==================== design 1
===== src/rtl/yuv_pkg.sv =====
// Shared types and size helpers for the YUV420 planar frame reader.
//   plane_e  : plane tag carried with every output byte (0=Y, 1=U, 2=V)
//   state_e  : reader FSM states
//   beat_t   : one buffered output byte with its plane and last tags
//   y_size / c_size / frame_size : plane and frame byte counts for a WIDTH x HEIGHT frame
package yuv_pkg;

  typedef enum logic [1:0] {
    PLANE_Y = 2'd0,
    PLANE_U = 2'd1,
    PLANE_V = 2'd2
  } plane_e;

  typedef enum logic [2:0] {
    IDLE,
    RD_Y,
    RD_U,
    RD_V,
    DRAIN
  } state_e;

  typedef struct packed {
    logic [7:0] data;
    plane_e     plane;
    logic       last;
  } beat_t;

  function automatic int unsigned y_size(int unsigned w, int unsigned h);
    return w * h;
  endfunction

  function automatic int unsigned c_size(int unsigned w, int unsigned h);
    return (w * h) / 4;
  endfunction

  function automatic int unsigned frame_size(int unsigned w, int unsigned h);
    return (w * h * 3) / 2;
  endfunction

endpackage


===== src/rtl/yuv_skid_buf.sv =====
// Two-entry output buffer with fall-through for the frame reader.
// The upstream side has no backpressure: the reader only issues a read when the
// byte it returns is guaranteed a slot. When empty, an arriving byte is presented
// on the output in the same cycle; otherwise bytes leave in arrival order.
// Ports:
//   clk, rst            : clock, synchronous active-high reset (empties the buffer)
//   i_valid, i_beat     : arriving byte {data, plane, last}
//   o_valid, o_beat     : head byte; o_beat is all-zero while o_valid=0
//   i_ready             : downstream accept
//   o_count             : number of stored entries (0..2), excluding the arriving byte
module yuv_skid_buf
  import yuv_pkg::*;
(
  input  logic       clk,
  input  logic       rst,
  input  logic       i_valid,
  input  beat_t      i_beat,
  output logic       o_valid,
  output beat_t      o_beat,
  input  logic       i_ready,
  output logic [1:0] o_count
);

  beat_t      r_mem [2];
  logic       r_wr_ptr;
  logic       r_rd_ptr;
  logic [1:0] r_count;

  logic w_has;
  logic w_pop;
  logic w_store;
  logic w_deq;

  always_comb begin
    w_has   = (r_count != 2'd0);
    o_valid = w_has | i_valid;
    if (w_has) begin
      o_beat = r_mem[r_rd_ptr];
    end else if (i_valid) begin
      o_beat = i_beat;
    end else begin
      o_beat = '0;
    end
    w_pop   = o_valid & i_ready;
    // A byte that passes straight through an empty buffer is never stored.
    w_store = i_valid & ~(~w_has & w_pop);
    w_deq   = w_pop & w_has;
    o_count = r_count;
  end

  always_ff @(posedge clk) begin
    if (rst) begin
      r_wr_ptr <= 1'b0;
      r_rd_ptr <= 1'b0;
      r_count  <= 2'd0;
    end else begin
      if (w_store) begin
        r_mem[r_wr_ptr] <= i_beat;
        r_wr_ptr        <= ~r_wr_ptr;
      end
      if (w_deq) begin
        r_rd_ptr <= ~r_rd_ptr;
      end
      r_count <= r_count + 2'(w_store) - 2'(w_deq);
    end
  end

endmodule


===== src/rtl/yuv_frame_reader.sv =====
// Streams one YUV420 planar frame (Y plane, then U, then V) out of a
// synchronous-read BRAM as a valid/ready byte stream.
// Optional feature: define YUV_RD_CHECKSUM_EN to add the 32-bit checksum port
// (wrapping sum of the accepted bytes of the current frame).
// Ports:
//   clk, rst            : clock, synchronous active-high reset
//   start               : one-cycle frame request, honoured only when idle
//   busy, done          : frame in progress / one-cycle completion pulse
//   ram_en, ram_addr    : BRAM read request; ram_rdata returns one cycle later
//   m_valid, m_ready    : output handshake
//   m_data, m_plane     : output byte and its plane (0=Y, 1=U, 2=V)
//   m_last              : final byte of the frame
//   checksum            : running byte sum (YUV_RD_CHECKSUM_EN only)
module yuv_frame_reader
  import yuv_pkg::*;
#(
  parameter int unsigned WIDTH  = 1280,
  parameter int unsigned HEIGHT = 720,
  parameter int unsigned ADDR_W = 25,
  parameter int unsigned Y_BASE = 0,
  parameter int unsigned U_BASE = WIDTH * HEIGHT,
  parameter int unsigned V_BASE = (WIDTH * HEIGHT * 5) / 4
) (
  input  logic              clk,
  input  logic              rst,
  input  logic              start,
  output logic              busy,
  output logic              done,
  output logic              ram_en,
  output logic [ADDR_W-1:0] ram_addr,
  input  logic [7:0]        ram_rdata,
  output logic              m_valid,
  input  logic              m_ready,
  output logic [7:0]        m_data,
  output logic [1:0]        m_plane,
  output logic              m_last
`ifdef YUV_RD_CHECKSUM_EN
  ,
  output logic [31:0]       checksum
`endif
);

  localparam int unsigned Y_SIZE = y_size(WIDTH, HEIGHT);
  localparam int unsigned C_SIZE = c_size(WIDTH, HEIGHT);

  localparam logic [ADDR_W-1:0] Y_LAST = ADDR_W'(Y_SIZE - 1);
  localparam logic [ADDR_W-1:0] C_LAST = ADDR_W'(C_SIZE - 1);
  localparam logic [ADDR_W-1:0] Y_B    = ADDR_W'(Y_BASE);
  localparam logic [ADDR_W-1:0] U_B    = ADDR_W'(U_BASE);
  localparam logic [ADDR_W-1:0] V_B    = ADDR_W'(V_BASE);

  state_e            r_state;
  state_e            w_state_next;
  logic [ADDR_W-1:0] r_cnt;
  logic              r_pend;
  plane_e            r_tag_plane;
  logic              r_tag_last;
  logic              r_done;

  logic              w_rd_state;
  logic              w_plane_end;
  logic              w_room;
  logic              w_issue;
  logic              w_pop;
  logic              w_start_ok;
  plane_e            w_issue_plane;
  logic              w_issue_last;

  beat_t             w_in_beat;
  beat_t             w_out_beat;
  logic              w_out_valid;
  logic [1:0]        w_count;

  // ---------------------------------------------------------------------------
  // Shared decode used by both the next-state and output processes
  // ---------------------------------------------------------------------------
  always_comb begin
    w_rd_state  = (r_state == RD_Y) || (r_state == RD_U) || (r_state == RD_V);
    w_pop       = w_out_valid & m_ready;
    // A start arriving alongside done is dropped even though the FSM is already idle.
    w_start_ok  = (r_state == IDLE) & start & ~r_done;
    // Issue only if the returning byte is sure to fit: stored + in flight,
    // minus the byte leaving this cycle, must stay below the two buffer slots.
    w_room      = (({1'b0, w_count} + 3'(r_pend) - 3'(w_pop)) < 3'd2);
    w_issue     = w_rd_state & w_room;
    case (r_state)
      RD_Y:    w_plane_end = (r_cnt == Y_LAST);
      RD_U:    w_plane_end = (r_cnt == C_LAST);
      RD_V:    w_plane_end = (r_cnt == C_LAST);
      default: w_plane_end = 1'b0;
    endcase
  end

  // ---------------------------------------------------------------------------
  // FSM: state register
  // ---------------------------------------------------------------------------
  always_ff @(posedge clk) begin
    if (rst) begin
      r_state <= IDLE;
    end else begin
      r_state <= w_state_next;
    end
  end

  // ---------------------------------------------------------------------------
  // FSM: next state
  // ---------------------------------------------------------------------------
  always_comb begin
    w_state_next = r_state;
    case (r_state)
      IDLE:    if (w_start_ok) w_state_next = RD_Y;
      RD_Y:    if (w_issue && w_plane_end) w_state_next = RD_U;
      RD_U:    if (w_issue && w_plane_end) w_state_next = RD_V;
      RD_V:    if (w_issue && w_plane_end) w_state_next = DRAIN;
      DRAIN:   if (w_pop && w_out_beat.last) w_state_next = IDLE;
      default: w_state_next = IDLE;
    endcase
  end

  // ---------------------------------------------------------------------------
  // FSM: outputs
  // ---------------------------------------------------------------------------
  always_comb begin
    busy          = (r_state != IDLE);
    ram_en        = w_issue;
    ram_addr      = '0;
    w_issue_plane = PLANE_Y;
    w_issue_last  = 1'b0;
    case (r_state)
      RD_Y: begin
        ram_addr      = Y_B + r_cnt;
        w_issue_plane = PLANE_Y;
      end
      RD_U: begin
        ram_addr      = U_B + r_cnt;
        w_issue_plane = PLANE_U;
      end
      RD_V: begin
        ram_addr      = V_B + r_cnt;
        w_issue_plane = PLANE_V;
        w_issue_last  = w_plane_end;
      end
      default: ;
    endcase
  end

  // ---------------------------------------------------------------------------
  // Plane counter, tag pipeline aligned to ram_rdata, done pulse
  // ---------------------------------------------------------------------------
  always_ff @(posedge clk) begin
    if (rst) begin
      r_cnt       <= '0;
      r_pend      <= 1'b0;
      r_tag_plane <= PLANE_Y;
      r_tag_last  <= 1'b0;
      r_done      <= 1'b0;
    end else begin
      r_done <= (r_state == DRAIN) & w_pop & w_out_beat.last;
      r_pend <= w_issue;
      if (w_issue) begin
        r_tag_plane <= w_issue_plane;
        r_tag_last  <= w_issue_last;
      end
      if (w_start_ok) begin
        r_cnt <= '0;
      end else if (w_issue) begin
        r_cnt <= w_plane_end ? '0 : r_cnt + ADDR_W'(1);
      end
    end
  end

  assign done = r_done;

  // ---------------------------------------------------------------------------
  // Output buffer
  // ---------------------------------------------------------------------------
  assign w_in_beat = '{data: ram_rdata, plane: r_tag_plane, last: r_tag_last};

  yuv_skid_buf u_skid_buf (
    .clk     (clk),
    .rst     (rst),
    .i_valid (r_pend),
    .i_beat  (w_in_beat),
    .o_valid (w_out_valid),
    .o_beat  (w_out_beat),
    .i_ready (m_ready),
    .o_count (w_count)
  );

  assign m_valid = w_out_valid;
  assign m_data  = w_out_beat.data;
  assign m_plane = w_out_beat.plane;
  assign m_last  = w_out_beat.last;

`ifdef YUV_RD_CHECKSUM_EN
  logic [31:0] r_sum;

  always_ff @(posedge clk) begin
    if (rst) begin
      r_sum <= '0;
    end else if (w_start_ok) begin
      r_sum <= '0;
    end else if (w_pop) begin
      r_sum <= r_sum + 32'(w_out_beat.data);
    end
  end

  assign checksum = r_sum;
`endif

endmodule


===== config.mk =====
export PLATFORM = sky130hd
export DESIGN_NAME = yuv_frame_reader
export DESIGN_NICKNAME = d
export VERILOG_FILES = /design/src/rtl/yuv_pkg.sv /design/src/rtl/yuv_skid_buf.sv /design/src/rtl/yuv_frame_reader.sv
export SDC_FILE = /design/constraint.sdc
export NUM_CORES = 1
export LEC_CHECK = 0
export CORE_MARGIN = 1
export CORE_UTILIZATION = 45
export CTS_CLUSTER_SIZE = 10
export DETAILED_ROUTE_END_ITERATION = 10
export HOLD_SLACK_MARGIN = 0.02
export PLACE_DENSITY = 0.7
export REMOVE_ABC_BUFFERS = 1
export SKIP_LAST_GASP = 1
export SLEW_MARGIN = 10
export SYNTH_ARGS = -nofsm -noshare
export SYNTH_HDL_FRONTEND = slang
export SYNTH_HIERARCHICAL = 1
export SYNTH_SLANG_ARGS = --single-unit

===== constraint.sdc =====
create_clock -name clk -period 4 [get_ports clk]
set_input_delay 1.2 -clock clk [delete_from_list [all_inputs] [get_ports clk]]
set_output_delay 1.2 -clock clk [all_outputs]
set_load 0.02 [all_outputs]

==================== design 2
==> src/rtl/flaf_pkg.sv <==
// ---------------------------------------------------------------------------
// flaf_pkg
// Shared constants and types for the functional-link weight combiner:
// default expansion order, word width, fractional bits, accumulator width
// and the controller state encoding. Imported by the combiner and by the
// blocks that produce/consume the phi expansion and weight updates.
// ---------------------------------------------------------------------------
package flaf_pkg;

  // Number of expansion terms per sample (x, then sin/cos pairs).
  localparam int Q_ORD = 7;
  // Signed word width of phi terms, weights, mu_e and y.
  localparam int WIDTH = 16;
  // Fractional bits of all Q-format words.
  localparam int QP    = 15;
  // Full-precision dot-product accumulator: 2*WIDTH product plus growth
  // headroom for summing Q_ORD of them.
  localparam int ACC_W = 2 * WIDTH + $clog2(Q_ORD);

  typedef enum logic [2:0] {
    IDLE     = 3'd0,
    MAC      = 3'd1,
    OUT      = 3'd2,
    WAIT_ERR = 3'd3,
    UPD      = 3'd4
  } state_e;

  // Width of a counter that walks 0..n-1 (at least one bit).
  function automatic int idx_width(input int n);
    return (n > 1) ? $clog2(n) : 1;
  endfunction

endpackage

==> src/rtl/rnd_sat.sv <==
// ---------------------------------------------------------------------------
// rnd_sat
// Round-half-up arithmetic right shift followed by signed saturation:
//   dout = sat_OUT_W((din + 2^(SHIFT-1)) >>> SHIFT)
// Purely combinational. SHIFT must be at least 1 and OUT_W must be
// narrower than IN_W + 1.
//
// Ports
//   din   in   IN_W   signed input value
//   dout  out  OUT_W  rounded, shifted, saturated result
// ---------------------------------------------------------------------------
module rnd_sat #(
  parameter int IN_W  = 35,
  parameter int SHIFT = 15,
  parameter int OUT_W = 16
) (
  input  logic signed [IN_W-1:0]  din,
  output logic signed [OUT_W-1:0] dout
);

  // One extra bit so that adding the rounding constant can never wrap.
  localparam int EXT_W = IN_W + 1;

  localparam logic signed [EXT_W-1:0] HALF  = EXT_W'(1) <<< (SHIFT - 1);
  localparam logic signed [EXT_W-1:0] MAX_V = (EXT_W'(1) <<< (OUT_W - 1)) - EXT_W'(1);
  localparam logic signed [EXT_W-1:0] MIN_V = -MAX_V - EXT_W'(1);

  logic signed [EXT_W-1:0] rounded;
  logic signed [EXT_W-1:0] shifted;

  // NOTE: every path through a combinational block assigns every output;
  // a branch that leaves one unassigned infers a latch.
  always_comb begin
    rounded = EXT_W'(din) + HALF;
    shifted = rounded >>> SHIFT;
    if (shifted > MAX_V) begin
      dout = MAX_V[OUT_W-1:0];
    end else if (shifted < MIN_V) begin
      dout = MIN_V[OUT_W-1:0];
    end else begin
      dout = shifted[OUT_W-1:0];
    end
  end

endmodule

==> src/rtl/phi_weight_combiner.sv <==
// ---------------------------------------------------------------------------
// phi_weight_combiner
// Adaptive linear combiner for a functional-link expansion. Each accepted
// phi sample is dotted with Q_ORD stored weights (one term per cycle on a
// single shared multiplier), the rounded/saturated result is offered on
// y_out, and then the returned mu*e is used to update every weight
// (again one per cycle, on the same multiplier):
//   y    = sat((sum w[i]*phi[i] + 2^(QP-1)) >>> QP)
//   w[i] = sat(w[i] + ((mu_e*phi[i] + 2^(QP-1)) >>> QP))
//
// Ports
//   clk            in   1            clock, rising edge
//   rst            in   1            synchronous active-high reset
//   phi_in_packed  in   Q_ORD*WIDTH  phi terms, term i at [WIDTH*i +: WIDTH]
//   in_valid       in   1            phi sample valid
//   in_ready       out  1            block idle and able to take a sample
//   y_out          out  WIDTH        filter output Q(QP), held between outputs
//   out_valid      out  1            y_out offered
//   out_ready      in   1            consumer takes y_out
//   mu_e           in   WIDTH        step size times error, Q(QP)
//   err_valid      in   1            mu_e valid (only honoured after y taken)
//   busy           out  1            any state other than IDLE
// ---------------------------------------------------------------------------
module phi_weight_combiner
  import flaf_pkg::*;
#(
  parameter int Q_ORD = flaf_pkg::Q_ORD,
  parameter int WIDTH = flaf_pkg::WIDTH,
  parameter int QP    = flaf_pkg::QP
) (
  input  logic                     clk,
  input  logic                     rst,
  input  logic [Q_ORD*WIDTH-1:0]   phi_in_packed,
  input  logic                     in_valid,
  output logic                     in_ready,
  output logic signed [WIDTH-1:0]  y_out,
  output logic                     out_valid,
  input  logic                     out_ready,
  input  logic signed [WIDTH-1:0]  mu_e,
  input  logic                     err_valid,
  output logic                     busy
);

  localparam int ACC_W  = 2 * WIDTH + $clog2(Q_ORD);
  localparam int IDX_W  = idx_width(Q_ORD);
  localparam int PROD_W = 2 * WIDTH;
  // w << QP plus a full product needs one bit above the product width.
  localparam int UPD_W  = PROD_W + 1;
  localparam logic [IDX_W-1:0] LAST_IDX = IDX_W'(Q_ORD - 1);

  // -------------------------------------------------------------------------
  // State
  // -------------------------------------------------------------------------
  state_e                   state_q;
  state_e                   state_d;
  logic [IDX_W-1:0]         idx_q;
  logic signed [WIDTH-1:0]  phi_q [Q_ORD];
  logic signed [WIDTH-1:0]  w_q   [Q_ORD];
  logic signed [WIDTH-1:0]  mu_e_q;
  logic signed [ACC_W-1:0]  acc_q;
  logic signed [WIDTH-1:0]  y_q;

  // -------------------------------------------------------------------------
  // Shared datapath
  // -------------------------------------------------------------------------
  logic                     last_term;
  logic signed [WIDTH-1:0]  phi_sel;
  logic signed [WIDTH-1:0]  w_sel;
  logic signed [WIDTH-1:0]  mult_a;
  logic signed [PROD_W-1:0] prod;
  logic signed [ACC_W-1:0]  acc_next;
  logic signed [UPD_W-1:0]  upd_sum;
  logic signed [WIDTH-1:0]  y_rnd;
  logic signed [WIDTH-1:0]  w_upd;

  assign last_term = (idx_q == LAST_IDX);

  // One multiplier: weight x phi while accumulating, mu_e x phi while
  // updating. The phi operand is the same latched term in both phases.
  always_comb begin
    phi_sel  = phi_q[idx_q];
    w_sel    = w_q[idx_q];
    mult_a   = (state_q == UPD) ? mu_e_q : w_sel;
    prod     = PROD_W'(mult_a) * PROD_W'(phi_sel);
    acc_next = acc_q + ACC_W'(prod);
    // Rounding w + round(prod >>> QP) equals rounding (w << QP) + prod,
    // because the shifted weight contributes no fractional bits. This lets
    // a single round-shift-saturate produce the new weight directly.
    upd_sum  = (UPD_W'(w_sel) <<< QP) + UPD_W'(prod);
  end

  rnd_sat #(
    .IN_W  (ACC_W),
    .SHIFT (QP),
    .OUT_W (WIDTH)
  ) u_rnd_sat_y (
    .din  (acc_next),
    .dout (y_rnd)
  );

  rnd_sat #(
    .IN_W  (UPD_W),
    .SHIFT (QP),
    .OUT_W (WIDTH)
  ) u_rnd_sat_w (
    .din  (upd_sum),
    .dout (w_upd)
  );

  // -------------------------------------------------------------------------
  // FSM: state register
  // -------------------------------------------------------------------------
  // NOTE: clocked state uses non-blocking assignments so every register
  // samples the pre-edge values; blocking here would create order races.
  always_ff @(posedge clk) begin
    if (rst) begin
      state_q <= IDLE;
    end else begin
      state_q <= state_d;
    end
  end

  // -------------------------------------------------------------------------
  // FSM: next-state logic
  // -------------------------------------------------------------------------
  always_comb begin
    state_d = state_q;
    unique case (state_q)
      IDLE:     if (in_valid)  state_d = MAC;
      MAC:      if (last_term) state_d = OUT;
      OUT:      if (out_ready) state_d = WAIT_ERR;
      WAIT_ERR: if (err_valid) state_d = UPD;
      UPD:      if (last_term) state_d = IDLE;
      default:                 state_d = IDLE;
    endcase
  end

  // -------------------------------------------------------------------------
  // FSM: outputs (Moore)
  // -------------------------------------------------------------------------
  always_comb begin
    in_ready  = (state_q == IDLE);
    out_valid = (state_q == OUT);
    busy      = (state_q != IDLE);
  end

  assign y_out = y_q;

  // -------------------------------------------------------------------------
  // Datapath registers
  // -------------------------------------------------------------------------
  // NOTE: the weight and phi arrays are reset explicitly; a reset mid-update
  // must leave no half-adapted weights behind, so they cannot be left as
  // unreset storage.
  always_ff @(posedge clk) begin
    if (rst) begin
      idx_q  <= '0;
      acc_q  <= '0;
      mu_e_q <= '0;
      y_q    <= '0;
      for (int i = 0; i < Q_ORD; i++) begin
        phi_q[i] <= '0;
        w_q[i]   <= '0;
      end
    end else begin
      unique case (state_q)
        IDLE: begin
          if (in_valid) begin
            acc_q <= '0;
            idx_q <= '0;
            for (int i = 0; i < Q_ORD; i++) begin
              phi_q[i] <= phi_in_packed[WIDTH*i +: WIDTH];
            end
          end
        end
        MAC: begin
          acc_q <= acc_next;
          idx_q <= last_term ? '0 : idx_q + 1'b1;
          // The final term's sum is rounded on the fly so y is ready the
          // same edge the controller enters OUT.
          if (last_term) begin
            y_q <= y_rnd;
          end
        end
        WAIT_ERR: begin
          if (err_valid) begin
            mu_e_q <= mu_e;
            idx_q  <= '0;
          end
        end
        UPD: begin
          w_q[idx_q] <= w_upd;
          idx_q      <= last_term ? '0 : idx_q + 1'b1;
        end
        default: begin
          idx_q <= '0;
        end
      endcase
    end
  end

endmodule

==> config.mk <==
export PLATFORM = sky130hd
export DESIGN_NAME = phi_weight_combiner
export DESIGN_NICKNAME = d
export VERILOG_FILES = /design/src/rtl/flaf_pkg.sv /design/src/rtl/rnd_sat.sv /design/src/rtl/phi_weight_combiner.sv
export SDC_FILE = /design/constraint.sdc
export NUM_CORES = 1
export LEC_CHECK = 0
export ABC_CLOCK_PERIOD_IN_PS = 22300
export CAP_MARGIN = 20
export CORE_ASPECT_RATIO = 0.9
export CORE_UTILIZATION = 65
export DETAILED_ROUTE_END_ITERATION = 7
export PLACE_DENSITY = 0.9
export SLEW_MARGIN = 40
export SYNTH_ARGS = -nofsm -noshare
export SYNTH_HDL_FRONTEND = slang
export SYNTH_SLANG_ARGS = --single-unit
export TNS_END_PERCENT = 100
==> constraint.sdc <==
create_clock -name clk -period 22.3 [get_ports clk]
set_input_delay 4.46 -clock clk [delete_from_list [all_inputs] [get_ports clk]]
set_output_delay 4.46 -clock clk [all_outputs]
set_load 0.005 [all_outputs]
==================== design 3
[src/rtl/adc_emu_pkg.sv]
// Shared defaults and state encoding for the dual-channel ADC emulator.
package adc_emu_pkg;

    localparam int DEF_CHANNEL_DATA_WIDTH = 18;
    localparam int DEF_ADC_DATA_WIDTH     = 2 * DEF_CHANNEL_DATA_WIDTH;

    // SPI mode 0: SCK idles low, master samples on the rising edge.
    localparam int SPI_MODE = 0;

    typedef enum logic [1:0] {
        IDLE    = 2'd0,
        CONVERT = 2'd1,
        SHIFT   = 2'd2
    } state_e;

endpackage

[src/rtl/sync_edge_detect.sv]
// Two-flop synchronizer for an asynchronous 1-bit input with one-cycle
// rise/fall strobes taken from the synchronized signal.
module sync_edge_detect (
    input  logic clk,
    input  logic rst,
    input  logic d_i,
    output logic rise_o,
    output logic fall_o
);

    logic [2:0] sync_q;

    always_ff @(posedge clk) begin
        if (rst) begin
            sync_q <= '0;
        end else begin
            sync_q <= {sync_q[1:0], d_i};
        end
    end

    assign rise_o = sync_q[1] & ~sync_q[2];
    assign fall_o = ~sync_q[1] & sync_q[2];

endmodule

[src/rtl/adc_dual_ch_emulator.sv]
// Dual-channel 18-bit ADC emulator: CNV starts a timed conversion (BUSY),
// then the latched {ch1, ch2} frame is shifted out MSB first on SCK.
module adc_dual_ch_emulator
    import adc_emu_pkg::*;
#(
    parameter int CHANNEL_DATA_WIDTH = DEF_CHANNEL_DATA_WIDTH,
    parameter int ADC_DATA_WIDTH     = DEF_ADC_DATA_WIDTH,
    parameter int CONV_CYCLES        = 40,
    parameter int CONV_CNT_WIDTH     = 8,
    parameter int BIT_CNT_WIDTH      = 6,
    parameter int CONV_COUNT_WIDTH   = 16
) (
    input  logic                          clk,
    input  logic                          rst,
    input  logic                          cnv,
    input  logic                          sck,
    input  logic [CHANNEL_DATA_WIDTH-1:0] ch1_in,
    input  logic [CHANNEL_DATA_WIDTH-1:0] ch2_in,
    output logic                          busy,
    output logic                          miso,
    output logic                          frame_sent,
    output logic                          overrun,
    output logic [CONV_COUNT_WIDTH-1:0]   frame_count
);

    localparam logic [CONV_CNT_WIDTH-1:0] CONV_LOAD = CONV_CNT_WIDTH'(CONV_CYCLES - 1);
    localparam logic [BIT_CNT_WIDTH-1:0]  LAST_BIT  = BIT_CNT_WIDTH'(ADC_DATA_WIDTH);

    state_e                        state_q, state_d;
    logic [CONV_CNT_WIDTH-1:0]     conv_cnt_q, conv_cnt_d;
    logic [BIT_CNT_WIDTH-1:0]      bit_cnt_q, bit_cnt_d;
    logic [ADC_DATA_WIDTH-1:0]     shift_q, shift_d;
    logic                          busy_q, busy_d;
    logic                          miso_q, miso_d;
    logic                          frame_sent_q, frame_sent_d;
    logic                          overrun_q, overrun_d;
    logic [CONV_COUNT_WIDTH-1:0]   count_q, count_d;
    logic                          start_conv;
    logic                          cnv_rise, cnv_fall_unused, sck_rise, sck_fall;

    sync_edge_detect u_cnv_sync (
        .clk    (clk),
        .rst    (rst),
        .d_i    (cnv),
        .rise_o (cnv_rise),
        .fall_o (cnv_fall_unused)
    );

    sync_edge_detect u_sck_sync (
        .clk    (clk),
        .rst    (rst),
        .d_i    (sck),
        .rise_o (sck_rise),
        .fall_o (sck_fall)
    );

    always_ff @(posedge clk) begin
        if (rst) begin
            state_q      <= IDLE;
            conv_cnt_q   <= '0;
            bit_cnt_q    <= '0;
            shift_q      <= '0;
            busy_q       <= 1'b0;
            miso_q       <= 1'b0;
            frame_sent_q <= 1'b0;
            overrun_q    <= 1'b0;
            count_q      <= '0;
        end else begin
            state_q      <= state_d;
            conv_cnt_q   <= conv_cnt_d;
            bit_cnt_q    <= bit_cnt_d;
            shift_q      <= shift_d;
            busy_q       <= busy_d;
            miso_q       <= miso_d;
            frame_sent_q <= frame_sent_d;
            overrun_q    <= overrun_d;
            count_q      <= count_d;
        end
    end

    always_comb begin
        state_d      = state_q;
        conv_cnt_d   = conv_cnt_q;
        bit_cnt_d    = bit_cnt_q;
        shift_d      = shift_q;
        busy_d       = busy_q;
        miso_d       = miso_q;
        frame_sent_d = 1'b0;
        overrun_d    = overrun_q;
        count_d      = count_q;
        start_conv   = 1'b0;

        unique case (state_q)
            IDLE: begin
                busy_d     = 1'b0;
                miso_d     = 1'b0;
                start_conv = cnv_rise;
            end
            CONVERT: begin
                if (cnv_rise) overrun_d = 1'b1;
                if (conv_cnt_q == '0) begin
                    busy_d    = 1'b0;
                    miso_d    = shift_q[ADC_DATA_WIDTH-1];
                    bit_cnt_d = '0;
                    state_d   = SHIFT;
                end else begin
                    conv_cnt_d = conv_cnt_q - 1'b1;
                end
            end
            SHIFT: begin
                if (sck_fall) begin
                    shift_d = shift_q << 1;
                    miso_d  = shift_q[ADC_DATA_WIDTH-2];
                end
                if (sck_rise) begin
                    bit_cnt_d = bit_cnt_q + 1'b1;
                    if (bit_cnt_d == LAST_BIT) begin
                        frame_sent_d = 1'b1;
                        count_d      = count_q + 1'b1;
                        miso_d       = 1'b0;
                        state_d      = IDLE;
                    end
                end
                // A CNV landing on the final rising edge is a clean back-to-back start.
                if (cnv_rise) begin
                    start_conv = 1'b1;
                    if (!frame_sent_d) overrun_d = 1'b1;
                end
            end
            default: state_d = IDLE;
        endcase

        if (start_conv) begin
            shift_d    = {ch1_in, ch2_in};
            conv_cnt_d = CONV_LOAD;
            busy_d     = 1'b1;
            miso_d     = 1'b0;
            state_d    = CONVERT;
        end
    end

    assign busy        = busy_q;
    assign miso        = miso_q;
    assign frame_sent  = frame_sent_q;
    assign overrun     = overrun_q;
    assign frame_count = count_q;

endmodule
[config.mk]
export PLATFORM = sky130hd
export DESIGN_NAME = adc_dual_ch_emulator
export DESIGN_NICKNAME = d
export VERILOG_FILES = /design/src/rtl/adc_emu_pkg.sv /design/src/rtl/sync_edge_detect.sv /design/src/rtl/adc_dual_ch_emulator.sv
export SDC_FILE = /design/constraint.sdc
export NUM_CORES = 1
export LEC_CHECK = 0
export CAP_MARGIN = 15
export CORE_MARGIN = 1.5
export CORE_UTILIZATION = 25
export DETAILED_ROUTE_END_ITERATION = 12
export PLACE_DENSITY = 0.4
export SYNTH_ARGS = -nofsm -noshare
export SYNTH_HDL_FRONTEND = slang
export SYNTH_SLANG_ARGS = --single-unit
[constraint.sdc]
create_clock -name clk -period 5.45 [get_ports clk]
set_input_delay 1.09 -clock clk [delete_from_list [all_inputs] [get_ports clk]]
set_output_delay 1.09 -clock clk [all_outputs]
set_load 0.1 [all_outputs]
==================== design 4
===== src/rtl/subtractor_share_arbiter.sv =====
// subtractor_share_arbiter: round-robin shared signed subtractor with one registered result slot
module subtractor_share_arbiter #(
    parameter int NUM_REQ        = 4,
    parameter int DATA_IN_WIDTH  = 8,
    parameter int DATA_OUT_WIDTH = 8,
    parameter bit TAKE_MSB       = 1'b1,
    parameter int ID_WIDTH       = (NUM_REQ > 1) ? $clog2(NUM_REQ) : 1,
    parameter int CNT_WIDTH      = 16
) (
    input  logic                               clk,
    input  logic                               rst,
    input  logic [NUM_REQ-1:0]                 req_valid,
    output logic [NUM_REQ-1:0]                 req_ready,
    input  logic [NUM_REQ*DATA_IN_WIDTH-1:0]   req_data_1,
    input  logic [NUM_REQ*DATA_IN_WIDTH-1:0]   req_data_2,
    output logic                               resp_valid,
    input  logic                               resp_ready,
    output logic [DATA_OUT_WIDTH-1:0]          resp_data,
    output logic [ID_WIDTH-1:0]                resp_id,
    output logic [CNT_WIDTH-1:0]               op_count
);
    typedef enum logic {EMPTY, FULL} state_t;
    state_t                          state_q;
    logic [ID_WIDTH-1:0]             rr_q, rr_d, grant, idx, id_q;
    logic                            any_valid, can_accept, accept;
    logic signed [DATA_IN_WIDTH-1:0] a, b;
    logic signed [DATA_IN_WIDTH:0]   diff;
    logic [DATA_OUT_WIDTH-1:0]       data_q, data_d;
    logic [CNT_WIDTH-1:0]            cnt_q;
    // Walk from the far end back toward rr_q so the closest valid requester wins.
    always_comb begin
        grant = '0;
        idx = '0;
        any_valid = 1'b0;
        for (int k = NUM_REQ - 1; k >= 0; k--) begin
            idx = ID_WIDTH'((int'(rr_q) + k) % NUM_REQ);
            if (req_valid[idx]) begin
                grant = idx;
                any_valid = 1'b1;
            end
        end
    end
    always_comb begin
        a = '0;
        b = '0;
        for (int i = 0; i < NUM_REQ; i++) begin
            if (ID_WIDTH'(i) == grant) begin
                a = req_data_1[i*DATA_IN_WIDTH +: DATA_IN_WIDTH];
                b = req_data_2[i*DATA_IN_WIDTH +: DATA_IN_WIDTH];
            end
        end
    end
    assign diff       = (DATA_IN_WIDTH+1)'(a) - (DATA_IN_WIDTH+1)'(b);
    assign data_d     = TAKE_MSB ? diff[DATA_IN_WIDTH -: DATA_OUT_WIDTH] : diff[DATA_OUT_WIDTH-1:0];
    assign rr_d       = (int'(grant) == NUM_REQ - 1) ? '0 : grant + 1'b1;
    assign can_accept = (state_q == EMPTY) || resp_ready;
    assign req_ready  = (!rst && can_accept && any_valid) ? (NUM_REQ'(1) << grant) : '0;
    assign accept     = |(req_valid & req_ready);
    assign resp_valid = (state_q == FULL);
    assign resp_data  = data_q;
    assign resp_id    = id_q;
    assign op_count   = cnt_q;
    // A drain and an accept on the same edge leave the slot FULL with the new result.
    always_ff @(posedge clk) begin
        if (rst) begin
            state_q <= EMPTY;
            data_q  <= '0;
            id_q    <= '0;
            cnt_q   <= '0;
            rr_q    <= '0;
        end else begin
            if (state_q == FULL && resp_ready) begin
                cnt_q   <= cnt_q + 1'b1;
                state_q <= EMPTY;
            end
            if (accept) begin
                state_q <= FULL;
                data_q  <= data_d;
                id_q    <= grant;
                rr_q    <= rr_d;
            end
        end
    end
endmodule

===== config.mk =====
export PLATFORM = sky130hd
export DESIGN_NAME = subtractor_share_arbiter
export DESIGN_NICKNAME = d
export VERILOG_FILES = /design/src/rtl/subtractor_share_arbiter.sv
export SDC_FILE = /design/constraint.sdc
export NUM_CORES = 1
export LEC_CHECK = 0
export CORE_UTILIZATION = 37
export DETAILED_ROUTE_END_ITERATION = 7
export PLACE_DENSITY = 0.77
export REMOVE_ABC_BUFFERS = 1
export SLEW_MARGIN = 25
export SYNTH_ARGS = -nofsm -noshare
export SYNTH_HDL_FRONTEND = slang
export SYNTH_SLANG_ARGS = --single-unit

===== constraint.sdc =====
create_clock -name clk -period 3.5 [get_ports clk]
set_input_delay 0.7 -clock clk [delete_from_list [all_inputs] [get_ports clk]]
set_output_delay 0.7 -clock clk [all_outputs]
set_load 0.03 [all_outputs]

Design 4, sequential cells colored by netlist name:
Scale: 6 px per µm. Other sequential cells in the stronger gray, the rest of the logic in the fainter gray.
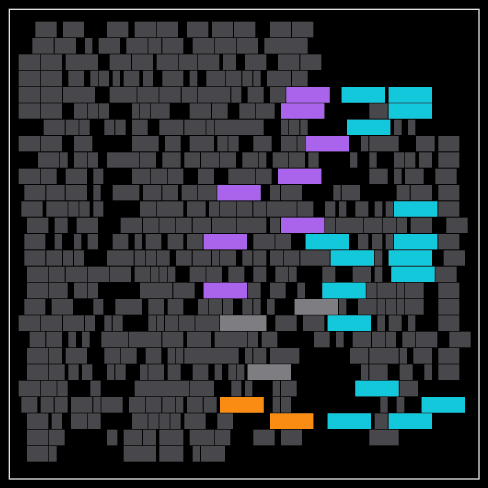
resp_id: in orange, placed flops 2. op_count: in cyan, placed flops 16. resp_data: in purple, placed flops 8.

==> flow_summary.json, design 4 <==
{
  "run_status": "finished, final reports clean",
  "clockBufferDepth": 2,
  "grt_pass1_vias": 2431,
  "design_area_mm2": 0.00380,
  "synthFlopType": "dfxtp_1",
  "numPortBuffers": 101,
  "start_kind": "primary input",
  "placed_area_mm2": 0.00347,
  "crit_path_end_kind": "flip-flop",
  "hold_end": "resp_id[1]",
  "warnings": 30,
  "cp-startpoint": "req_valid[0]",
  "grt_overflow": 0,
  "simple_gate_share_pct": 29.6,
  "post-synth-top-area-fraction_pct": 27.1,
  "common_cells": "a21oi_1, nor2_1, nand2_1",
  "top_usage_layer": "met2",
  "arrival_ns": 3.61,
  "area_growth_pct": 77.5,
  "wirelength_met1_um": 2940,
  "yosysTopAreaCell": "dfxtp_1",
  "grt_antenna_before_repair": 0,
  "preCtsSetupSlack_ns": -0.989,
  "cp_max_fo": 6,
  "dieArea_mm2": 0.00609,
  "timing.slew.headroom_pct": 67.4,
  "r2r-end": "resp_data[4]",
  "period_used_pct": 97.2,
  "ant_nets": 0,
  "track_usage_pct": 21.3,
  "maxCapViolations": 0,
  "drc": 0,
  "crit_buf_inv": 4,
  "rsz0062_at_grt": "true",
  "num_vias": 2636,
  "nNetsFinal": 516,
  "area_leaders": "dfxtp_1, a21oi_1, ha_1"
}
-- design 4: final cells by class --
cell class                 instances  area (µm²)  area share [%]
sequential                        29         582            15.3
clock inverter                     1        5.00           0.132
clock buffer                       7        96.3            2.54
tap                               72        90.1            2.37
timing repair buffer             151        1390            36.7
multi-input combinational        237        1600            42.1
inverter                           8        32.5           0.856
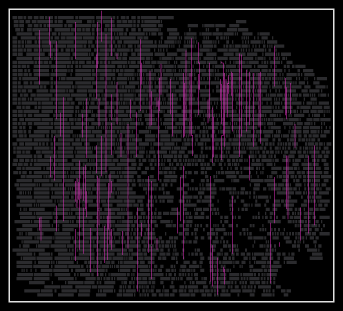
Design 2: signal wires on met4
Scale: 1.5 px per µm.
The wires run mostly vertical. The layer holds 4.7% of the routed length. The layer carries 3530 µm of wire. The longest straight run is 91.8 µm.

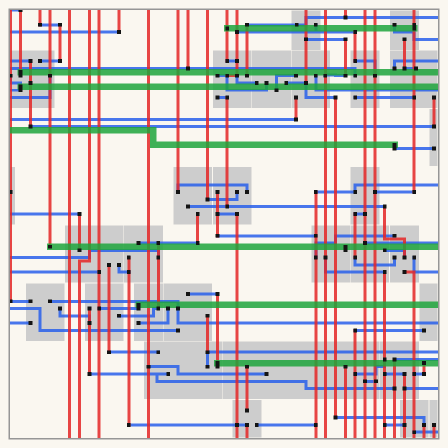
Design 2: close-up of the layout
Window x 152 to 172, y 39 to 59 µm. Cells in gray, sequential cells in the stronger gray; small squares are vias.
metal 3: in green. metal 2: in red. metal 1: in blue.
Most frequent: a21oi_1 (5), nor2_1 (5). Sequential cells in the window: 0. 25 logic cells have their middle in the window.

==> flow_summary.json, design 2 <==
{
  "routed.top_layer": "met5",
  "post-synth-top-area-fraction_pct": 25.3,
  "lay_top_count": "inv_1",
  "run_status": "finished, final reports clean",
  "clk_pin_slew_ns": 0.06,
  "placed_area_mm2": 0.0286,
  "area_leaders": "edfxtp_1, fa_1, dfxtp_1",
  "rows": 69,
  "flop_area_mm2": 0.00857,
  "dieWidth_um": 215,
  "synth-xor-area-share_pct": 3.02,
  "crit_type": "reg -> reg",
  "cp.required_ns": 22.69,
  "maxCapViolations": 0,
  "ys_cells": 2681,
  "start_kind": "flip-flop",
  "placed_cells": 3269,
  "seq_share_pct": 28.8,
  "clockBufferDepth": 3,
  "n_fill_cell": 2523,
  "fa_ha_area_share_pct": 26.1,
  "top_cell": "inv_1",
  "logic_family": "adder cells",
  "root_buffer": "clkbuf_16",
  "wl_per_cell_um": 22.7,
  "syn_inst": 2681,
  "ys_sh_mux_pct": 6.28
}
design 2: how the worst max path moves through the flow:
stage / start / to / slack (ns) / cells after the start
floorplan: flip-flop / y_out[0] / 10.31 / 45
global placement: flip-flop / y_out[6] / 9.86 / 39
detailed placement: flip-flop / y_out[12] / 9.65 / 40
CTS: flip-flop / y_out[14] / 9.57 / 40
global route: flip-flop / y_out[14] / 8.68 / 40
finish: flip-flop / y_out[14] / 9.45 / 40
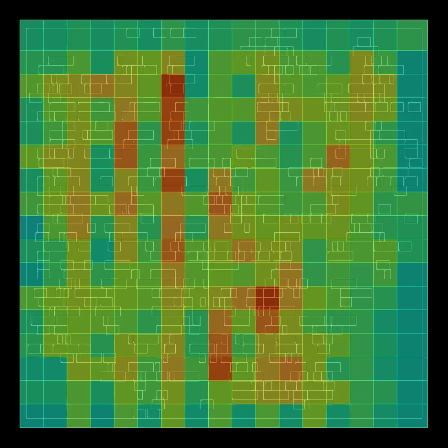
Design 3: congestion heat map
grt peak-use layer: met2
met2 GRT Util: 19.4%
met1 GRT Util: 15.6%

==> flow_summary.json, design 3 <==
{
  "synth_warnings": 0,
  "root_buffer": "clkbuf_16",
  "cts_tree": "built",
  "r2r_cells": 6,
  "run_status": "finished, final reports clean",
  "lay_top_count": "dfxtp_1",
  "seq_share_pct": 35.3,
  "clockBufferDepth": 2,
  "flop_area_mm2": 0.00156,
  "synth.distinct_cells": 56,
  "logic_family": "simple AND/OR/NAND/NOR gates",
  "min_path_cells": 1,
  "ant_nets": 0,
  "dieWidth_um": 119,
  "worst_path_largest_cell_delay_ns": 1.18,
  "yosysTopAreaCell": "dfxtp_1",
  "common_cells": "dfxtp_1, nor2_1, a222oi_1",
  "finalClockSkew_ns": 0.00696,
  "r2r-end": "frame_count[4]"
}
[design 3: state kept, by name, indices dropped and copies added, names as in the netlist]
signal and count:
u_cnv_sync.sync_q 3, shift_q 36, overrun 1, state_q 2
busy 1, frame_count 16, bit_cnt_q 6, frame_sent 1
conv_cnt_q 8, u_sck_sync.sync_q 3, miso 1
[design 3: stage by stage]
stage          hold WS, ns
3_3_place_gp         0.423
5_1_grt              0.456
2_1_floorplan        0.414
3_5_place_dp         0.429
4_1_cts              0.444
6_report             0.436
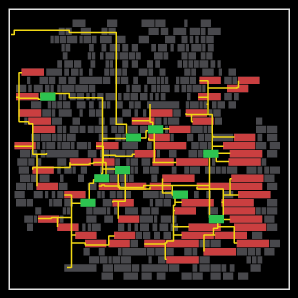
Design 1: routed clock nets over the placement
Scale: 3 px per µm.
clock wires: in yellow, length 695 µm. flip-flops: in red, count 60. clock drivers: in green, count 9.
There are 10 routed clock nets.

==> flow_summary.json, design 1 <==
{
  "maxCapViolations": 0,
  "seq_share_pct": 30.4,
  "dieArea_mm2": 0.00861,
  "crit_type": "reg -> out",
  "wirelength_met1_um": 4130,
  "arrival_ns": 2.71,
  "logic_family": "simple AND/OR/NAND/NOR gates",
  "grt_pass1_wl_um": 15700,
  "inv_count": 12,
  "warnings": 28,
  "worst_path_largest_cell_delay_ns": 0.67,
  "r2r_slack_ns": 0.96,
  "n_antenna_cell": 0,
  "htreeDepth": 3,
  "rows": 32,
  "finalSetupViolCount": 0,
  "syn_inst": 428,
  "finalClockSkew_ns": 0.00928,
  "totalWireLength_um": 9340,
  "numPortBuffers": 51,
  "reg_top3": "r_cnt x25, u_skid_buf/r_mem x22, r_state x3",
  "lay_top_count": "nor2_1",
  "num_vias": 3425,
  "run_status": "finished, final reports clean",
  "slowest_stage": "clkdlybuf4s50_1",
  "ys_sh_mux_pct": 4.82
}
design 1: through the flow:
| stage | util, % | hold WS [ns] |
|---|---|---|
| global placement | 56.1 | 0.471 |
| global route | 60.0 | 0.517 |
| finish | 60.0 | 0.517 |
| floorplan | - | 0.449 |
| detailed placement | 56.1 | 0.487 |
| CTS | 59.4 | 0.502 |
design 1: critical path, delay by kind of cell (launching register included):
family          cells  cell delay (ns)
simple gates        1             0.28
buf+inv             1             0.67
compound gates      4             0.95
flops               1             0.49

==================== design 5
Design 5, signal wires on met4:
Scale: 3 px per µm.
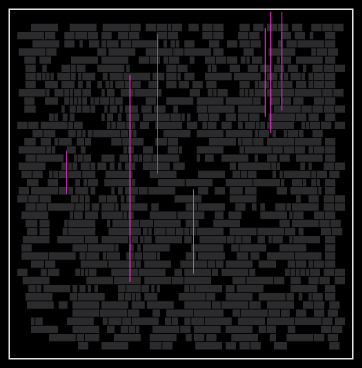
Design 5, routed metal, one color a layer:
Scale: 3 px per µm.
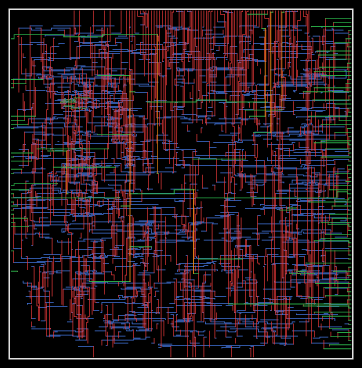
Design 5, routed clock nets over the placement:
Scale: 2 px per µm.
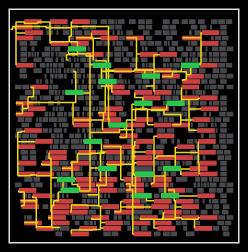
===== config.mk =====
export PLATFORM = sky130hd
export DESIGN_NAME = debug_unit
export DESIGN_NICKNAME = d
export VERILOG_FILES = /design/src/rtl/debug_pkg.sv /design/src/rtl/btn_cond.sv /design/src/rtl/debug_unit.sv
export SDC_FILE = /design/constraint.sdc
export NUM_CORES = 1
export LEC_CHECK = 0
export CORE_AREA = 2 2 112 114
export CTS_CLUSTER_DIAMETER = 80
export CTS_CLUSTER_SIZE = 14
export DETAILED_ROUTE_END_ITERATION = 7
export DIE_AREA = 0 0 114 116
export GPL_TIMING_DRIVEN = 0
export PLACE_DENSITY_LB_ADDON = 0.05
export SYNTH_ARGS = -nofsm -noshare
export SYNTH_HDL_FRONTEND = slang
export SYNTH_SLANG_ARGS = --single-unit

===== constraint.sdc =====
create_clock -name clk -period 13.3 [get_ports clk]
set_input_delay 2.66 -clock clk [delete_from_list [all_inputs] [get_ports clk]]
set_output_delay 2.66 -clock clk [all_outputs]
set_load 0.05 [all_outputs]

===== src/rtl/debug_pkg.sv =====
// Shared definitions for the debug unit.
//   run_state_e   : run-control FSM encoding (HALT / STEP / RUN)
//   SelMemView    : display-select code for the memory/regfile view
//   DbCyclesDefault: default debounce length in clocks
package debug_pkg;

  typedef enum logic [1:0] {
    StHalt = 2'd0,
    StStep = 2'd1,
    StRun  = 2'd2
  } run_state_e;

  localparam logic [2:0] SelMemView = 3'd0;

  localparam int unsigned DbCyclesDefault = 4;

endpackage


===== src/rtl/btn_cond.sv =====
// Conditions one raw switch/button bit: 2-flop synchronizer, debounce, rising-edge pulse.
//   clk, rst : clock, asynchronous active-high reset
//   raw      : raw asynchronous input
//   level    : debounced level (changes after DB_CYCLES equal synchronized samples)
//   pulse    : one-cycle pulse on each accepted rising edge of level
module btn_cond
  import debug_pkg::*;
#(
  parameter int unsigned DB_CYCLES = DbCyclesDefault
) (
  input  logic clk,
  input  logic rst,
  input  logic raw,
  output logic level,
  output logic pulse
);

  localparam int unsigned CntW = $clog2(DB_CYCLES + 1);
  localparam logic [CntW-1:0] CntLast = CntW'(DB_CYCLES - 1);

  logic            sync1_q, sync2_q;
  logic            valid1_q, valid2_q;
  logic            level_q, level_d;
  logic            prev_q;
  logic            armed_q, armed_d;
  logic [CntW-1:0] cnt_q, cnt_d;
  logic [CntW-1:0] low_cnt_q, low_cnt_d;

  always_comb begin
    level_d = level_q;
    cnt_d   = '0;
    if (sync2_q != level_q) begin
      if (cnt_q == CntLast) begin
        level_d = sync2_q;
      end else begin
        cnt_d = cnt_q + 1'b1;
      end
    end
  end

  // A pulse is only allowed once a genuine released state has been accepted since reset,
  // so a button held through reset release stays silent until released and pressed again.
  // The valid flops mask the reset-value samples still flowing out of the synchronizer.
  always_comb begin
    armed_d   = armed_q;
    low_cnt_d = low_cnt_q;
    if (!armed_q) begin
      if (valid2_q && !sync2_q) begin
        if (low_cnt_q == CntLast) begin
          armed_d = 1'b1;
        end else begin
          low_cnt_d = low_cnt_q + 1'b1;
        end
      end else begin
        low_cnt_d = '0;
      end
    end
  end

  always_ff @(posedge clk or posedge rst) begin
    if (rst) begin
      sync1_q   <= 1'b0;
      sync2_q   <= 1'b0;
      valid1_q  <= 1'b0;
      valid2_q  <= 1'b0;
      level_q   <= 1'b0;
      prev_q    <= 1'b0;
      armed_q   <= 1'b0;
      cnt_q     <= '0;
      low_cnt_q <= '0;
    end else begin
      sync1_q   <= raw;
      sync2_q   <= sync1_q;
      valid1_q  <= 1'b1;
      valid2_q  <= valid1_q;
      level_q   <= level_d;
      prev_q    <= level_q;
      armed_q   <= armed_d;
      cnt_q     <= cnt_d;
      low_cnt_q <= low_cnt_d;
    end
  end

  assign level = level_q;
  assign pulse = level_q & ~prev_q & armed_q;

endmodule


===== src/rtl/debug_unit.sv =====
// Board-level debug unit for a pipelined CPU: run control (halt/step/run), memory/regfile
// address browsing and LED/seven-segment display multiplexing.
//   clk, rst            : clock, asynchronous active-high reset
//   succ, step          : raw run switch / single-step button
//   sel, m_rf           : raw display-select and memory-vs-regfile switches
//   inc, dec            : raw address browse buttons
//   cpu_status, m_data, rf_data, sel_data : CPU debug inputs
//   run                 : CPU clock enable
//   m_rf_addr, i_sel    : debug read address and internal select to the CPU
//   led, seg_data       : registered display words
module debug_unit
  import debug_pkg::*;
#(
  parameter int unsigned DB_CYCLES = DbCyclesDefault
) (
  input  logic        clk,
  input  logic        rst,
  input  logic        succ,
  input  logic        step,
  input  logic [2:0]  sel,
  input  logic        m_rf,
  input  logic        inc,
  input  logic        dec,
  input  logic [15:0] cpu_status,
  input  logic [31:0] m_data,
  input  logic [31:0] rf_data,
  input  logic [31:0] sel_data,
  output logic        run,
  output logic [15:0] m_rf_addr,
  output logic [2:0]  i_sel,
  output logic [15:0] led,
  output logic [31:0] seg_data
);

  localparam int unsigned NumCh = 8;

  // Channel map: 0 succ, 1 step, 4:2 sel, 5 m_rf, 6 inc, 7 dec
  logic [NumCh-1:0] raw_vec, level_vec, pulse_vec;

  assign raw_vec = {dec, inc, m_rf, sel, step, succ};

  for (genvar g = 0; g < NumCh; g++) begin : g_cond
    btn_cond #(
      .DB_CYCLES(DB_CYCLES)
    ) u_cond (
      .clk  (clk),
      .rst  (rst),
      .raw  (raw_vec[g]),
      .level(level_vec[g]),
      .pulse(pulse_vec[g])
    );
  end

  logic       succ_lvl, m_rf_lvl, step_pulse, inc_pulse, dec_pulse;
  logic [2:0] sel_lvl;
  logic       unused_pulse;

  assign succ_lvl     = level_vec[0];
  assign step_pulse   = pulse_vec[1];
  assign sel_lvl      = level_vec[4:2];
  assign m_rf_lvl     = level_vec[5];
  assign inc_pulse    = pulse_vec[6];
  assign dec_pulse    = pulse_vec[7];
  assign unused_pulse = ^{pulse_vec[5:2], pulse_vec[0]};

  run_state_e  state_q, state_d;
  logic        run_q, run_d;
  logic [15:0] addr_q, addr_d;
  logic [15:0] led_q, led_d;
  logic [31:0] seg_q, seg_d;

  always_comb begin
    state_d = state_q;
    unique case (state_q)
      StHalt: begin
        if (succ_lvl) begin
          state_d = StRun;
        end else if (step_pulse) begin
          state_d = StStep;
        end
      end
      StStep:  state_d = StHalt;
      StRun:   if (!succ_lvl) state_d = StHalt;
      default: state_d = StHalt;
    endcase
    run_d = (state_d != StHalt);
  end

  always_comb begin
    addr_d = addr_q;
    if (sel_lvl == SelMemView) begin
      if (inc_pulse && !dec_pulse) begin
        addr_d = addr_q + 16'd1;
      end else if (dec_pulse && !inc_pulse) begin
        addr_d = addr_q - 16'd1;
      end
    end
    if (sel_lvl == SelMemView) begin
      seg_d = m_rf_lvl ? m_data : rf_data;
      led_d = addr_q;
    end else begin
      seg_d = sel_data;
      led_d = cpu_status;
    end
  end

  always_ff @(posedge clk or posedge rst) begin
    if (rst) begin
      state_q <= StHalt;
      run_q   <= 1'b0;
      addr_q  <= '0;
      led_q   <= '0;
      seg_q   <= '0;
    end else begin
      state_q <= state_d;
      run_q   <= run_d;
      addr_q  <= addr_d;
      led_q   <= led_d;
      seg_q   <= seg_d;
    end
  end

  assign run       = run_q;
  assign m_rf_addr = addr_q;
  assign i_sel     = sel_lvl;
  assign led       = led_q;
  assign seg_data  = seg_q;

endmodule


==> flow_summary.json <==
{
  "p_comb_mw": 1.17,
  "pg_clk_mw": 0.482,
  "postSynthSeqShare_pct": 56.0,
  "setup_tns_ns": 0,
  "nWellTaps": 147,
  "layout_top_cells": "clkdlybuf4s50_1, dfrtp_1, a21oi_1",
  "seq_cell_power_mw": 0.605,
  "ys_area_mm2": 0.00590,
  "finalClockSkew_ns": 0.00647,
  "hold_class": "reg -> reg",
  "finalSetupViolCount": 0,
  "met2WireLength_um": 7940,
  "p_sw_mw": 0.963,
  "p_int_mw": 1.29,
  "grt_use_met2_pct": 42.5,
  "synth_flop_count": 132,
  "grt_max_degree": 73,
  "n_fill_cell": 879,
  "cts_hold_buf": 0,
  "gp_congestion": 0.830,
  "yosysTopAreaCell": "dfrtp_1",
  "core_mm2": 0.0119,
  "n_antenna_cell": 1,
  "p_comb_share_pct": 51.8,
  "synthFlopType": "dfrtp_1",
  "seq_share_pct": 38.3,
  "grt_pass1_wl_um": 23100,
  "cts_num_sinks": 132,
  "numPortBuffers": 189,
  "syn-mean-instance-area_um2": 11.6,
  "num_vias": 4555,
  "ant_nets": 0,
  "comb_area_share_pct": 28.6,
  "run_status": "finished, final reports clean",
  "min-delay-start": "g_cond[5].u_cond.sync1_q"
}
About 'signal wires on met4' of design 5:
6 nets have wire on it. The layer carries 259 µm of wire. The layer holds 1.7% of the routed length. The longest straight run is 68.7 µm. The wires run mostly vertical.

About 'routed metal, one color a layer' of design 5:
metal 1: in blue, wire length 5730 µm. metal 4: in orange, wire length 259 µm. metal 2: in red, wire length 7940 µm. metal 3: in green, wire length 1030 µm.

About 'routed clock nets over the placement' of design 5:
clock drivers: in green, count 17. flip-flops: in red, count 132. clock wires: in yellow, length 1620 µm.
There are 18 routed clock nets.

==> cells in the mapped netlist (all sizes together) (12+ instances only) <==
library cell / n
dfrtp: 132
a21oi: 47
nor2: 41
nand2: 33
ha: 32
mux2i: 32
o21ai: 25
mux2: 24
nor3b: 16
xnor2: 16
clkbuf: 15
nor3: 12
==> worst max-delay path: stages (launching register included) <==
cell and delay, ns:
dfrtp_1 0.45, buf_4 0.14, clkdlybuf4s50_1 0.79


==> layout pictures side by side <==
Close-up of the layout.
Plate I
Window x 60 to 80, y 13 to 33 µm. Cells in gray, sequential cells in the stronger gray; small squares are vias.
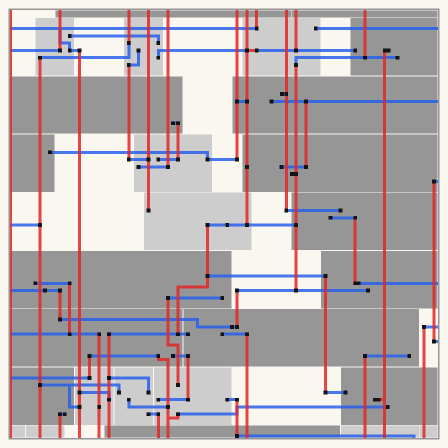
Plate II
Window x 49 to 69, y 10 to 30 µm. Cells in gray, sequential cells in the stronger gray; small squares are vias.
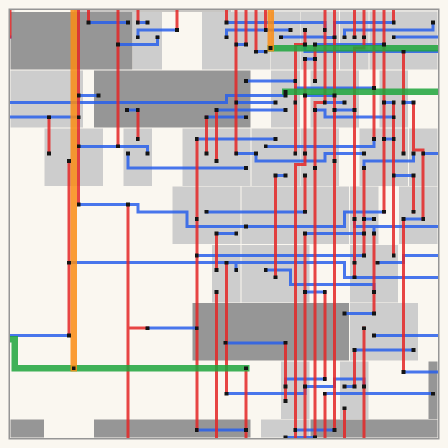
Plate III
Window x 76 to 96, y 19 to 39 µm. Cells in gray, sequential cells in the stronger gray; small squares are vias.
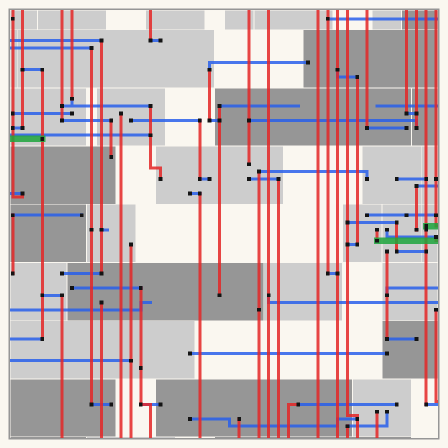
Plate IV
Window x 80 to 100, y 20 to 40 µm. Cells in gray, sequential cells in the stronger gray; small squares are vias.
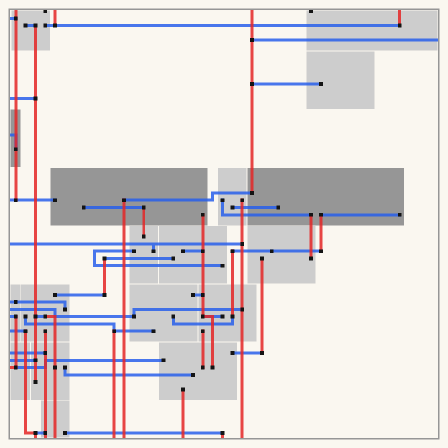
For design 3, see Plate IV.
For design 5, see Plate III.
For design 4, see Plate II.
For design 1, see Plate I.

Power is estimated from default activity; no workload was simulated.
